######## block 1 ########
Figure 1. Routed metal, one colour a layer (block 1).
Only two layers are drawn.
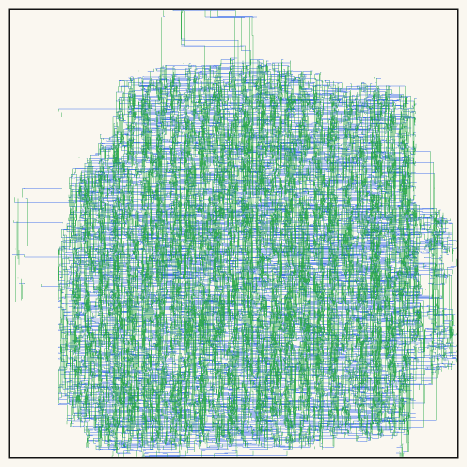

<file path="src/rtl/data_mem_responder_if.sv">
// Data-port bus between the core (master) and the memory responder (slave).
interface data_mem_responder_if;
  logic        req;
  logic        we;
  logic [31:0] addr;
  logic [31:0] wdata;
  logic [31:0] rdata;
  logic        ready;
  logic        busy;
  logic        err;

  modport master (output req, we, addr, wdata, input rdata, ready, busy, err);
  modport slave  (input req, we, addr, wdata, output rdata, ready, busy, err);
endinterface

</file>
<file path="src/rtl/data_mem_responder.sv">
// Wait-state memory responder: IDLE -> WAIT -> RESP over a word-addressed internal RAM.
// Optional misaligned-access flagging is enabled by defining MISALIGN_CHECK_EN.
module data_mem_responder #(
  parameter int DEPTH_WORDS = 64,
  parameter int WAIT_STATES = 2
) (
  input  logic                 clk,
  input  logic                 reset,
  data_mem_responder_if.slave  bus
);
  localparam int         AW = $clog2(DEPTH_WORDS);
  localparam logic [3:0] WS = 4'(WAIT_STATES);

  typedef enum logic [1:0] {S_IDLE, S_WAIT, S_RESP} state_t;

  state_t          r_state, w_state_next;
  logic [3:0]      r_cnt, w_cnt_next;
  logic            r_we, r_mis;
  logic [AW-1:0]   r_idx;
  logic [31:0]     r_wdata;
  logic [31:0]     r_rdata;
  logic [31:0]     r_ram [DEPTH_WORDS];

  logic            w_accept, w_enter_resp, w_ram_we;
  logic            w_we, w_mis, w_addr_mis;
  logic [AW-1:0]   w_idx;
  logic [31:0]     w_wdata;
  logic            w_unused_addr;

`ifdef MISALIGN_CHECK_EN
  assign w_addr_mis = (bus.addr[1:0] != 2'b00);
`else
  assign w_addr_mis = 1'b0;
`endif

  assign w_unused_addr = ^{bus.addr[31:AW+2], bus.addr[1:0]};

  always_comb begin
    w_state_next = r_state;
    w_cnt_next   = r_cnt;
    case (r_state)
      S_IDLE: begin
        if (bus.req) begin
          w_cnt_next   = WS;
          w_state_next = (WS == 4'd0) ? S_RESP : S_WAIT;
        end
      end
      S_WAIT: begin
        w_cnt_next = r_cnt - 4'd1;
        if (r_cnt == 4'd1) w_state_next = S_RESP;
      end
      S_RESP:  w_state_next = S_IDLE;
      default: w_state_next = S_IDLE;
    endcase
  end

  // With zero wait states RESP is entered on the accept edge itself, so take
  // the access attributes straight from the bus in that case.
  assign w_accept     = (r_state == S_IDLE) && bus.req;
  assign w_enter_resp = (w_state_next == S_RESP) && (r_state != S_RESP);
  assign w_we         = w_accept ? bus.we : r_we;
  assign w_idx        = w_accept ? bus.addr[AW+1:2] : r_idx;
  assign w_wdata      = w_accept ? bus.wdata : r_wdata;
  assign w_mis        = w_accept ? w_addr_mis : r_mis;
  assign w_ram_we     = reset && w_enter_resp && w_we && !w_mis;

  always_ff @(posedge clk) begin
    if (!reset) begin
      r_state <= S_IDLE;
      r_cnt   <= 4'd0;
      r_we    <= 1'b0;
      r_mis   <= 1'b0;
      r_idx   <= '0;
      r_wdata <= 32'd0;
    end else begin
      r_state <= w_state_next;
      r_cnt   <= w_cnt_next;
      if (w_accept) begin
        r_we    <= bus.we;
        r_mis   <= w_addr_mis;
        r_idx   <= bus.addr[AW+1:2];
        r_wdata <= bus.wdata;
      end
    end
  end

  always_ff @(posedge clk) begin
    if (w_ram_we) r_ram[w_idx] <= w_wdata;
  end

  // Registered read port; a store leaves rdata holding the previous load.
  always_ff @(posedge clk) begin
    if (!reset) begin
      r_rdata <= 32'd0;
    end else if (w_enter_resp) begin
      if (w_mis)      r_rdata <= 32'd0;
      else if (!w_we) r_rdata <= r_ram[w_idx];
    end
  end

  assign bus.rdata = r_rdata;
  assign bus.ready = (r_state == S_RESP);
  assign bus.busy  = (r_state != S_IDLE);
  assign bus.err   = (r_state == S_RESP) && r_mis;
endmodule

</file>
<file path="src/flat_wrapper.sv">
// flat-port wrapper written by rule: the top's interface ports become plain ports
module data_mem_responder_flat 
#(
  parameter int DEPTH_WORDS = 64,
  parameter int WAIT_STATES = 2
)
  (clk, reset, bus_req, bus_we, bus_addr, bus_wdata, bus_rdata, bus_ready, bus_busy, bus_err);
  data_mem_responder_if bus_i ();
  input  logic clk;
  input  logic reset;
  input wire logic [$bits(bus_i.req)-1:0] bus_req;
  input wire logic [$bits(bus_i.we)-1:0] bus_we;
  input wire logic [$bits(bus_i.addr)-1:0] bus_addr;
  input wire logic [$bits(bus_i.wdata)-1:0] bus_wdata;
  output wire logic [$bits(bus_i.rdata)-1:0] bus_rdata;
  output wire logic [$bits(bus_i.ready)-1:0] bus_ready;
  output wire logic [$bits(bus_i.busy)-1:0] bus_busy;
  output wire logic [$bits(bus_i.err)-1:0] bus_err;
  assign bus_i.req = bus_req;
  assign bus_i.we = bus_we;
  assign bus_i.addr = bus_addr;
  assign bus_i.wdata = bus_wdata;
  assign bus_rdata = bus_i.rdata;
  assign bus_ready = bus_i.ready;
  assign bus_busy = bus_i.busy;
  assign bus_err = bus_i.err;
  data_mem_responder #(.DEPTH_WORDS(DEPTH_WORDS), .WAIT_STATES(WAIT_STATES)) u_core (.clk(clk), .reset(reset), .bus(bus_i));
endmodule
</file>
<file path="config.mk">
export PLATFORM = sky130hd
export DESIGN_NAME = data_mem_responder_flat
export DESIGN_NICKNAME = d
export VERILOG_FILES = /design/src/rtl/data_mem_responder_if.sv /design/src/rtl/data_mem_responder.sv /design/src/flat_wrapper.sv
export SDC_FILE = /design/constraint.sdc
export NUM_CORES = 2
export LEC_CHECK = 0
export CAP_MARGIN = 10
export CORE_UTILIZATION = 44
export CTS_CLUSTER_SIZE = 20
export DETAILED_ROUTE_END_ITERATION = 8
export HOLD_SLACK_MARGIN = 0.02
export PLACE_DENSITY = 0.69
export SYNTH_ARGS = -nofsm -noshare
export SYNTH_HDL_FRONTEND = slang
export SYNTH_SLANG_ARGS = --single-unit
</file>
<file path="constraint.sdc">
create_clock -name clk -period 5.5 [get_ports clk]
set_input_delay 0.825 -clock clk [delete_from_list [all_inputs] [get_ports clk]]
set_output_delay 0.825 -clock clk [all_outputs]
set_load 0.03 [all_outputs]
</file>
######## block 2 ########
File: src/rtl/cache_pkg.sv
// Shared widths, FSM state type and address helpers for the cache miss/refill engine.
package cache_pkg;

   localparam int unsigned TAG_W   = 19;
   localparam int unsigned IDX_W   = 9;
   localparam int unsigned LINE_W  = 128;
   localparam int unsigned LADDR_W = TAG_W + IDX_W;
   localparam int unsigned MADDR_W = 32;

   typedef enum logic [2:0] {
      StIdle,
      StWb,
      StRdReq,
      StRdWait,
      StFill,
      StDone
   } refill_state_t;

   // Memory is line granular; the low nibble of a byte address is always zero.
   function automatic logic [MADDR_W-1:0] line_to_byte_addr(input logic [LADDR_W-1:0] line);
      return {line, 4'h0};
   endfunction

   function automatic logic [MADDR_W-1:0] victim_byte_addr(input logic [TAG_W-1:0] tag,
                                                          input logic [IDX_W-1:0] idx);
      return {tag, idx, 4'h0};
   endfunction

endpackage

File: src/rtl/cache_refill_ctrl_if.sv
// Miss-request and memory-port signals of the refill engine, bundled as one interface.
interface cache_refill_ctrl_if;
   import cache_pkg::*;

   logic                miss_req;
   logic [LADDR_W-1:0]  miss_addr;
   logic                victim_dirty;
   logic [TAG_W-1:0]    victim_tag;
   logic [LINE_W-1:0]   victim_line;
   logic                busy;
   logic                miss_done;
   logic                miss_err;
   logic                fill_wren;
   logic [LADDR_W-1:0]  fill_addr;
   logic [LINE_W-1:0]   fill_line;
   logic [MADDR_W-1:0]  mem_addr;
   logic [LINE_W-1:0]   mem_wdata;
   logic                mem_wren;
   logic                mem_rd;
   logic                mem_ready;
   logic [LINE_W-1:0]   mem_rdata;
   logic                mem_rdata_valid;

   // The refill controller: target of miss requests, initiator on the memory port.
   modport master (
      input  miss_req, miss_addr, victim_dirty, victim_tag, victim_line,
      input  mem_ready, mem_rdata, mem_rdata_valid,
      output busy, miss_done, miss_err, fill_wren, fill_addr, fill_line,
      output mem_addr, mem_wdata, mem_wren, mem_rd
   );

   // The surrounding cache pipeline and memory model.
   modport slave (
      output miss_req, miss_addr, victim_dirty, victim_tag, victim_line,
      output mem_ready, mem_rdata, mem_rdata_valid,
      input  busy, miss_done, miss_err, fill_wren, fill_addr, fill_line,
      input  mem_addr, mem_wdata, mem_wren, mem_rd
   );

endinterface

File: src/rtl/cache_refill_ctrl.sv
// Miss-handling FSM: dirty write-back, line read with bounded wait, one-cycle cache fill.
module cache_refill_ctrl
   import cache_pkg::*;
#(
   parameter int unsigned TIMEOUT = 15
) (
   input  logic                clk,
   input  logic                reset,
   cache_refill_ctrl_if.master bus
);

   localparam int unsigned CntW = (TIMEOUT > 1) ? $clog2(TIMEOUT) : 1;
   localparam logic [CntW-1:0] CntLast = CntW'(TIMEOUT - 1);
   localparam logic [CntW-1:0] CntMax  = {CntW{1'b1}};

   refill_state_t       state_q, state_d;
   logic [CntW-1:0]     cnt_q, cnt_d;
   logic                err_q, err_d;
   logic [LADDR_W-1:0]  addr_q, addr_d;
   logic [TAG_W-1:0]    vtag_q, vtag_d;
   logic [LINE_W-1:0]   vline_q, vline_d;
   logic [LINE_W-1:0]   fill_line_q, fill_line_d;
   logic [MADDR_W-1:0]  mem_addr_q, mem_addr_d;
   logic                busy_q, busy_d;
   logic                done_q, done_d;
   logic                merr_q, merr_d;
   logic                fill_wren_q, fill_wren_d;

   always_comb begin
      state_d     = state_q;
      cnt_d       = cnt_q;
      err_d       = err_q;
      addr_d      = addr_q;
      vtag_d      = vtag_q;
      vline_d     = vline_q;
      fill_line_d = fill_line_q;

      unique case (state_q)
         StIdle: begin
            if (bus.miss_req) begin
               addr_d  = bus.miss_addr;
               vtag_d  = bus.victim_tag;
               vline_d = bus.victim_line;
               state_d = bus.victim_dirty ? StWb : StRdReq;
            end
         end
         StWb: begin
            if (bus.mem_ready) begin
               state_d = StRdReq;
            end
         end
         StRdReq: begin
            if (bus.mem_ready) begin
               state_d = StRdWait;
               cnt_d   = '0;
            end
         end
         StRdWait: begin
            if (cnt_q != CntMax) begin
               cnt_d = cnt_q + 1'b1;
            end
            // Returned data beats the timeout when both land in the same cycle.
            if (bus.mem_rdata_valid) begin
               fill_line_d = bus.mem_rdata;
               state_d     = StFill;
            end else if (cnt_q >= CntLast) begin
               err_d   = 1'b1;
               state_d = StDone;
            end
         end
         StFill: begin
            state_d = StDone;
         end
         StDone: begin
            err_d   = 1'b0;
            state_d = StIdle;
         end
         default: begin
            state_d = StIdle;
         end
      endcase

      // Moore outputs are registered from the next state so they align with state_q.
      busy_d      = (state_d != StIdle);
      done_d      = (state_d == StDone);
      merr_d      = (state_d == StDone) && err_d;
      fill_wren_d = (state_d == StFill);
      if (state_d == StWb) begin
         mem_addr_d = victim_byte_addr(vtag_d, addr_d[IDX_W-1:0]);
      end else if (state_d == StRdReq) begin
         mem_addr_d = line_to_byte_addr(addr_d);
      end else begin
         mem_addr_d = '0;
      end
   end

   always_ff @(posedge clk or negedge reset) begin
      if (!reset) begin
         state_q     <= StIdle;
         cnt_q       <= '0;
         err_q       <= 1'b0;
         addr_q      <= '0;
         vtag_q      <= '0;
         vline_q     <= '0;
         fill_line_q <= '0;
         mem_addr_q  <= '0;
         busy_q      <= 1'b0;
         done_q      <= 1'b0;
         merr_q      <= 1'b0;
         fill_wren_q <= 1'b0;
      end else begin
         state_q     <= state_d;
         cnt_q       <= cnt_d;
         err_q       <= err_d;
         addr_q      <= addr_d;
         vtag_q      <= vtag_d;
         vline_q     <= vline_d;
         fill_line_q <= fill_line_d;
         mem_addr_q  <= mem_addr_d;
         busy_q      <= busy_d;
         done_q      <= done_d;
         merr_q      <= merr_d;
         fill_wren_q <= fill_wren_d;
      end
   end

   assign bus.busy      = busy_q;
   assign bus.miss_done = done_q;
   assign bus.miss_err  = merr_q;
   assign bus.fill_wren = fill_wren_q;
   assign bus.fill_addr = addr_q;
   assign bus.fill_line = fill_line_q;
   assign bus.mem_addr  = mem_addr_q;
   assign bus.mem_wdata = vline_q;

   // Commands are only issued in a cycle the memory accepts them.
   assign bus.mem_wren = (state_q == StWb) && bus.mem_ready;
   assign bus.mem_rd   = (state_q == StRdReq) && bus.mem_ready;

endmodule
File: src/flat_wrapper.sv
// flat-port wrapper written by rule: the top's interface ports become plain ports
module cache_refill_ctrl_flat import cache_pkg::*;
#(
   parameter int unsigned TIMEOUT = 15
)
  (clk, reset, bus_miss_req, bus_miss_addr, bus_victim_dirty, bus_victim_tag, bus_victim_line, bus_mem_ready, bus_mem_rdata, bus_mem_rdata_valid, bus_busy, bus_miss_done, bus_miss_err, bus_fill_wren, bus_fill_addr, bus_fill_line, bus_mem_addr, bus_mem_wdata, bus_mem_wren, bus_mem_rd);
  cache_refill_ctrl_if bus_i ();
  input  logic clk;
  input  logic reset;
  input wire logic [$bits(bus_i.miss_req)-1:0] bus_miss_req;
  input wire logic [$bits(bus_i.miss_addr)-1:0] bus_miss_addr;
  input wire logic [$bits(bus_i.victim_dirty)-1:0] bus_victim_dirty;
  input wire logic [$bits(bus_i.victim_tag)-1:0] bus_victim_tag;
  input wire logic [$bits(bus_i.victim_line)-1:0] bus_victim_line;
  input wire logic [$bits(bus_i.mem_ready)-1:0] bus_mem_ready;
  input wire logic [$bits(bus_i.mem_rdata)-1:0] bus_mem_rdata;
  input wire logic [$bits(bus_i.mem_rdata_valid)-1:0] bus_mem_rdata_valid;
  output wire logic [$bits(bus_i.busy)-1:0] bus_busy;
  output wire logic [$bits(bus_i.miss_done)-1:0] bus_miss_done;
  output wire logic [$bits(bus_i.miss_err)-1:0] bus_miss_err;
  output wire logic [$bits(bus_i.fill_wren)-1:0] bus_fill_wren;
  output wire logic [$bits(bus_i.fill_addr)-1:0] bus_fill_addr;
  output wire logic [$bits(bus_i.fill_line)-1:0] bus_fill_line;
  output wire logic [$bits(bus_i.mem_addr)-1:0] bus_mem_addr;
  output wire logic [$bits(bus_i.mem_wdata)-1:0] bus_mem_wdata;
  output wire logic [$bits(bus_i.mem_wren)-1:0] bus_mem_wren;
  output wire logic [$bits(bus_i.mem_rd)-1:0] bus_mem_rd;
  assign bus_i.miss_req = bus_miss_req;
  assign bus_i.miss_addr = bus_miss_addr;
  assign bus_i.victim_dirty = bus_victim_dirty;
  assign bus_i.victim_tag = bus_victim_tag;
  assign bus_i.victim_line = bus_victim_line;
  assign bus_i.mem_ready = bus_mem_ready;
  assign bus_i.mem_rdata = bus_mem_rdata;
  assign bus_i.mem_rdata_valid = bus_mem_rdata_valid;
  assign bus_busy = bus_i.busy;
  assign bus_miss_done = bus_i.miss_done;
  assign bus_miss_err = bus_i.miss_err;
  assign bus_fill_wren = bus_i.fill_wren;
  assign bus_fill_addr = bus_i.fill_addr;
  assign bus_fill_line = bus_i.fill_line;
  assign bus_mem_addr = bus_i.mem_addr;
  assign bus_mem_wdata = bus_i.mem_wdata;
  assign bus_mem_wren = bus_i.mem_wren;
  assign bus_mem_rd = bus_i.mem_rd;
  cache_refill_ctrl #(.TIMEOUT(TIMEOUT)) u_core (.clk(clk), .reset(reset), .bus(bus_i));
endmodule
File: config.mk
export PLATFORM = sky130hd
export DESIGN_NAME = cache_refill_ctrl_flat
export DESIGN_NICKNAME = d
export VERILOG_FILES = /design/src/rtl/cache_pkg.sv /design/src/rtl/cache_refill_ctrl_if.sv /design/src/rtl/cache_refill_ctrl.sv /design/src/flat_wrapper.sv
export SDC_FILE = /design/constraint.sdc
export NUM_CORES = 1
export LEC_CHECK = 0
export ABC_CLOCK_PERIOD_IN_PS = 2200
export CAP_MARGIN = 20
export CORE_AREA = 2 2 246 248
export DETAILED_ROUTE_END_ITERATION = 6
export DIE_AREA = 0 0 248 250
export GPL_TIMING_DRIVEN = 0
export SETUP_SLACK_MARGIN = 0.2
export SLEW_MARGIN = 0
export SYNTH_ARGS = -nofsm -noshare
export SYNTH_HDL_FRONTEND = slang
export SYNTH_SLANG_ARGS = --single-unit
File: constraint.sdc
create_clock -name clk -period 2.2 [get_ports clk]
set_input_delay 0.22 -clock clk [delete_from_list [all_inputs] [get_ports clk]]
set_output_delay 0.22 -clock clk [all_outputs]
set_load 0.05 [all_outputs]

==> screenshots <==
Clock nets.
shot_01.png
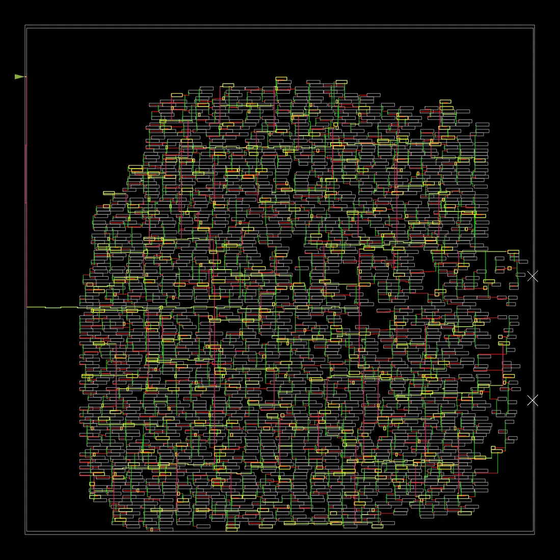
shot_02.png
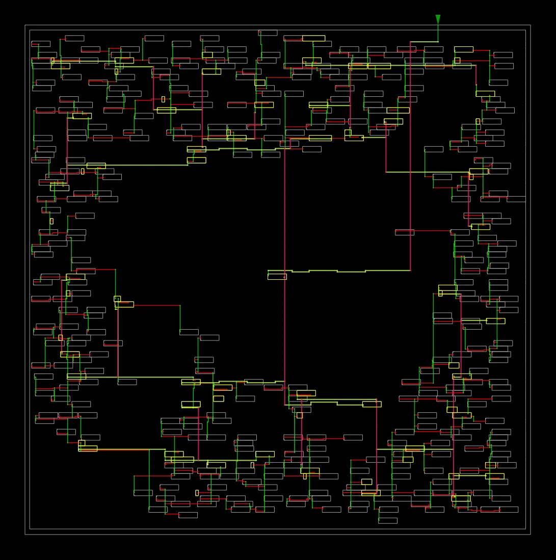
- most sequential cells: shot_01.png
shot_02.png: block 2
shot_01.png: block 1

Figure 2. Sequential cells grouped by signal name (block 1).
The bar under the picture is 100 um long. Other sequential cells in the stronger grey, the rest of the logic in the fainter grey.
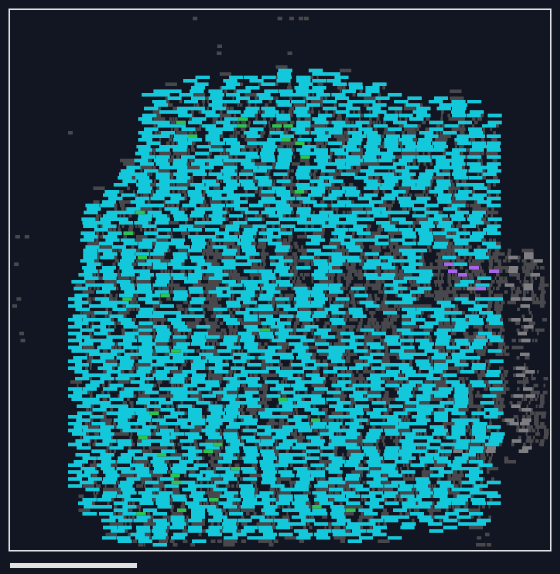
colour	signal	placed flops
cyan	`u_core.r_ram`	2048
purple	`u_core.r_idx`	6
green	`u_core.bus.rdata`	32
not coloured	40

About Figure 1:
colour	layer	wire length
green	M2	107 mm
blue	M1	86.1 mm

==> impl_metrics.xml, block 1 <==
<?xml version="1.0" encoding="UTF-8"?>
<metrics>
  <group name="power">
    <metric name="power.group.top" unit="">sequential cells</metric>
    <metric name="power_density" unit="mW/mm2">381</metric>
    <metric name="power.share.sequential" unit="">0.523</metric>
    <metric name="worst_vdd_ir" unit="mV">0.347</metric>
  </group>
  <group name="route">
    <metric name="drt-total-wl" unit="um">232000</metric>
    <metric name="wl_met3" unit="um">32300</metric>
    <metric name="detail_route.drc_violations" unit="">4</metric>
    <metric name="wl_met1" unit="um">86100</metric>
  </group>
  <group name="critical_path">
    <metric name="startpoint" unit="">u_core.r_idx[2]</metric>
    <metric name="crit_path_end" unit="">u_core.bus.rdata[10]</metric>
  </group>
  <group name="final_layout">
    <metric name="largest_register" unit="">u_core.r_ram</metric>
    <metric name="top_cell_category" unit="">registers</metric>
  </group>
  <group name="status">
    <metric name="status" unit="">complete, but fails checks</metric>
    <metric name="failing_checks" unit="">design-rule violations</metric>
  </group>
  <group name="die">
    <metric name="num_io_pins" unit="">103</metric>
  </group>
  <group name="clock_network">
    <metric name="holdBufCountCts" unit="">0</metric>
    <metric name="clkTransAtPathRegs" unit="ns">0.06</metric>
    <metric name="cts_inserted_buffers" unit="">201</metric>
    <metric name="post_cts_resized" unit="">0</metric>
  </group>
  <group name="grt">
    <metric name="grt_first_pass_wirelength" unit="um">327000</metric>
  </group>
</metrics>
## block 1: cells by family (layout without fill, tap and decap cells)
family,after synthesis,in the layout,synth area share
muxes,100,100,0.0136
buffers and inverters,349,698,0.0190
and+or+nand+nor,959,959,0.0602
adders and majority gates,2,2,0.000319
DFF,2126,2126,0.804
other,0,2,0
AOI/OAI and AO/OA,1290,1290,0.103
## block 1: layer usage
metal	GRT usage	vias up
li1	-	19955
met4	0.0752	4
met1	0.349	24374
met2	0.389	3552
met3	0.0673	381
met5	0	-
Figure 3. Routed metal, one colour a layer (block 2).
Only two layers are drawn.
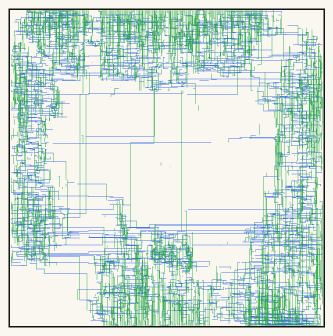
colour	layer	wire length
green	M2	23.5 mm
blue	M1	18200 um

==> impl_metrics.xml, block 2 <==
<?xml version="1.0" encoding="UTF-8"?>
<metrics>
  <group name="power">
    <metric name="sequential_cell_power" unit="mW">10.8</metric>
  </group>
  <group name="sta">
    <metric name="sum_of_negative_setup_slack" unit="ns">0</metric>
    <metric name="final_min_period_over_clock_period" unit="">0.893</metric>
    <metric name="worst_clk_skew" unit="ns">0.0153</metric>
  </group>
  <group name="final_layout">
    <metric name="comb_area_frac" unit="">0.184</metric>
    <metric name="clockNetworkAreaShare" unit="">0.0656</metric>
    <metric name="finish.net_count" unit="">2101</metric>
    <metric name="area.growth.synth_to_final" unit="%">69.0</metric>
  </group>
  <group name="status">
    <metric name="status" unit="">complete, no violations</metric>
  </group>
  <group name="grt">
    <metric name="grt_start_max_net_pins" unit="">116</metric>
  </group>
  <group name="synthesis">
    <metric name="yosys.area_share.simple" unit="">0.150</metric>
    <metric name="numSynthFlops" unit="">343</metric>
    <metric name="synth_warnings" unit="">0</metric>
    <metric name="ys_cells" unit="">1107</metric>
    <metric name="enable_flop_cells" unit="">0</metric>
  </group>
  <group name="critical_path">
    <metric name="worst-endpoint-required" unit="ns">1.98</metric>
    <metric name="crit-reg2reg-capture" unit="">u_core.bus.mem_wdata[85]</metric>
  </group>
  <group name="placement">
    <metric name="detailedPlace.worstSlack" unit="ns">-0.641</metric>
    <metric name="dpl.cell_count" unit="">2520</metric>
  </group>
  <group name="flow_run">
    <metric name="total_tool_warning_count" unit="">35</metric>
  </group>
  <group name="clock_network">
    <metric name="clkSinkCount" unit="">343</metric>
  </group>
</metrics>
[block 2: metal layers]
layer | wire length (um) | track usage | vias up
li1 | - | - | 4962
met1 | 18200 | 0.167 | 5143
met2 | 23500 | 0.257 | 417
met3 | 4170 | 0.0487 | 76
met4 | 1200 | 0.0491 | 4
met5 | 26 | 0 | -
[block 2: metrics by stage]
stage               hold slack (ns)  total power, mW   util
finish                        0.194             40.4  0.371
detailed placement            0.378             33.8  0.342
CTS                           0.151             40.9  0.367
global placement              0.457             33.6  0.341
global route                  0.171             42.4  0.371
floorplan                   -0.0756             25.2      -


==> notes/layouts.md <==
Pictures saved along the way, in no particular order.

A small window of the routed layout.
picture 1
Window x 86 to 126, y 298 to 338 um. Cells in grey, sequential cells in the stronger grey; small squares are vias.
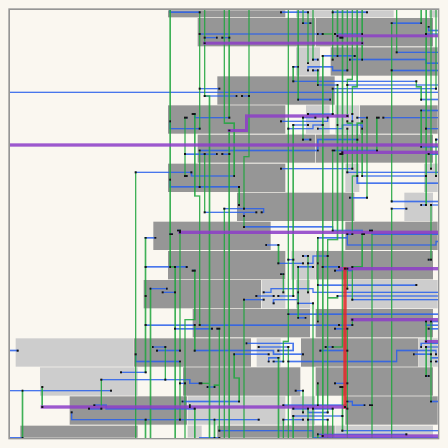
picture 2
Window x 42 to 82, y 168 to 208 um. Cells in grey, sequential cells in the stronger grey; small squares are vias.
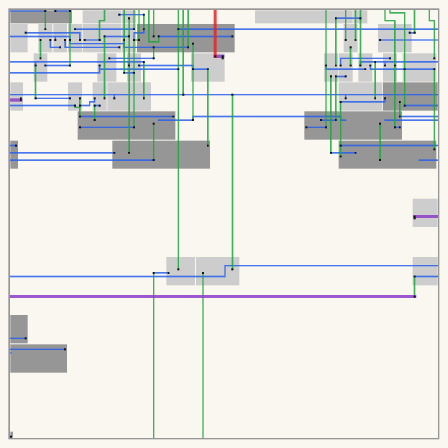
Picture 1 is block 1.
Picture 2 is block 2.

Power and IR drop assume default switching activity.
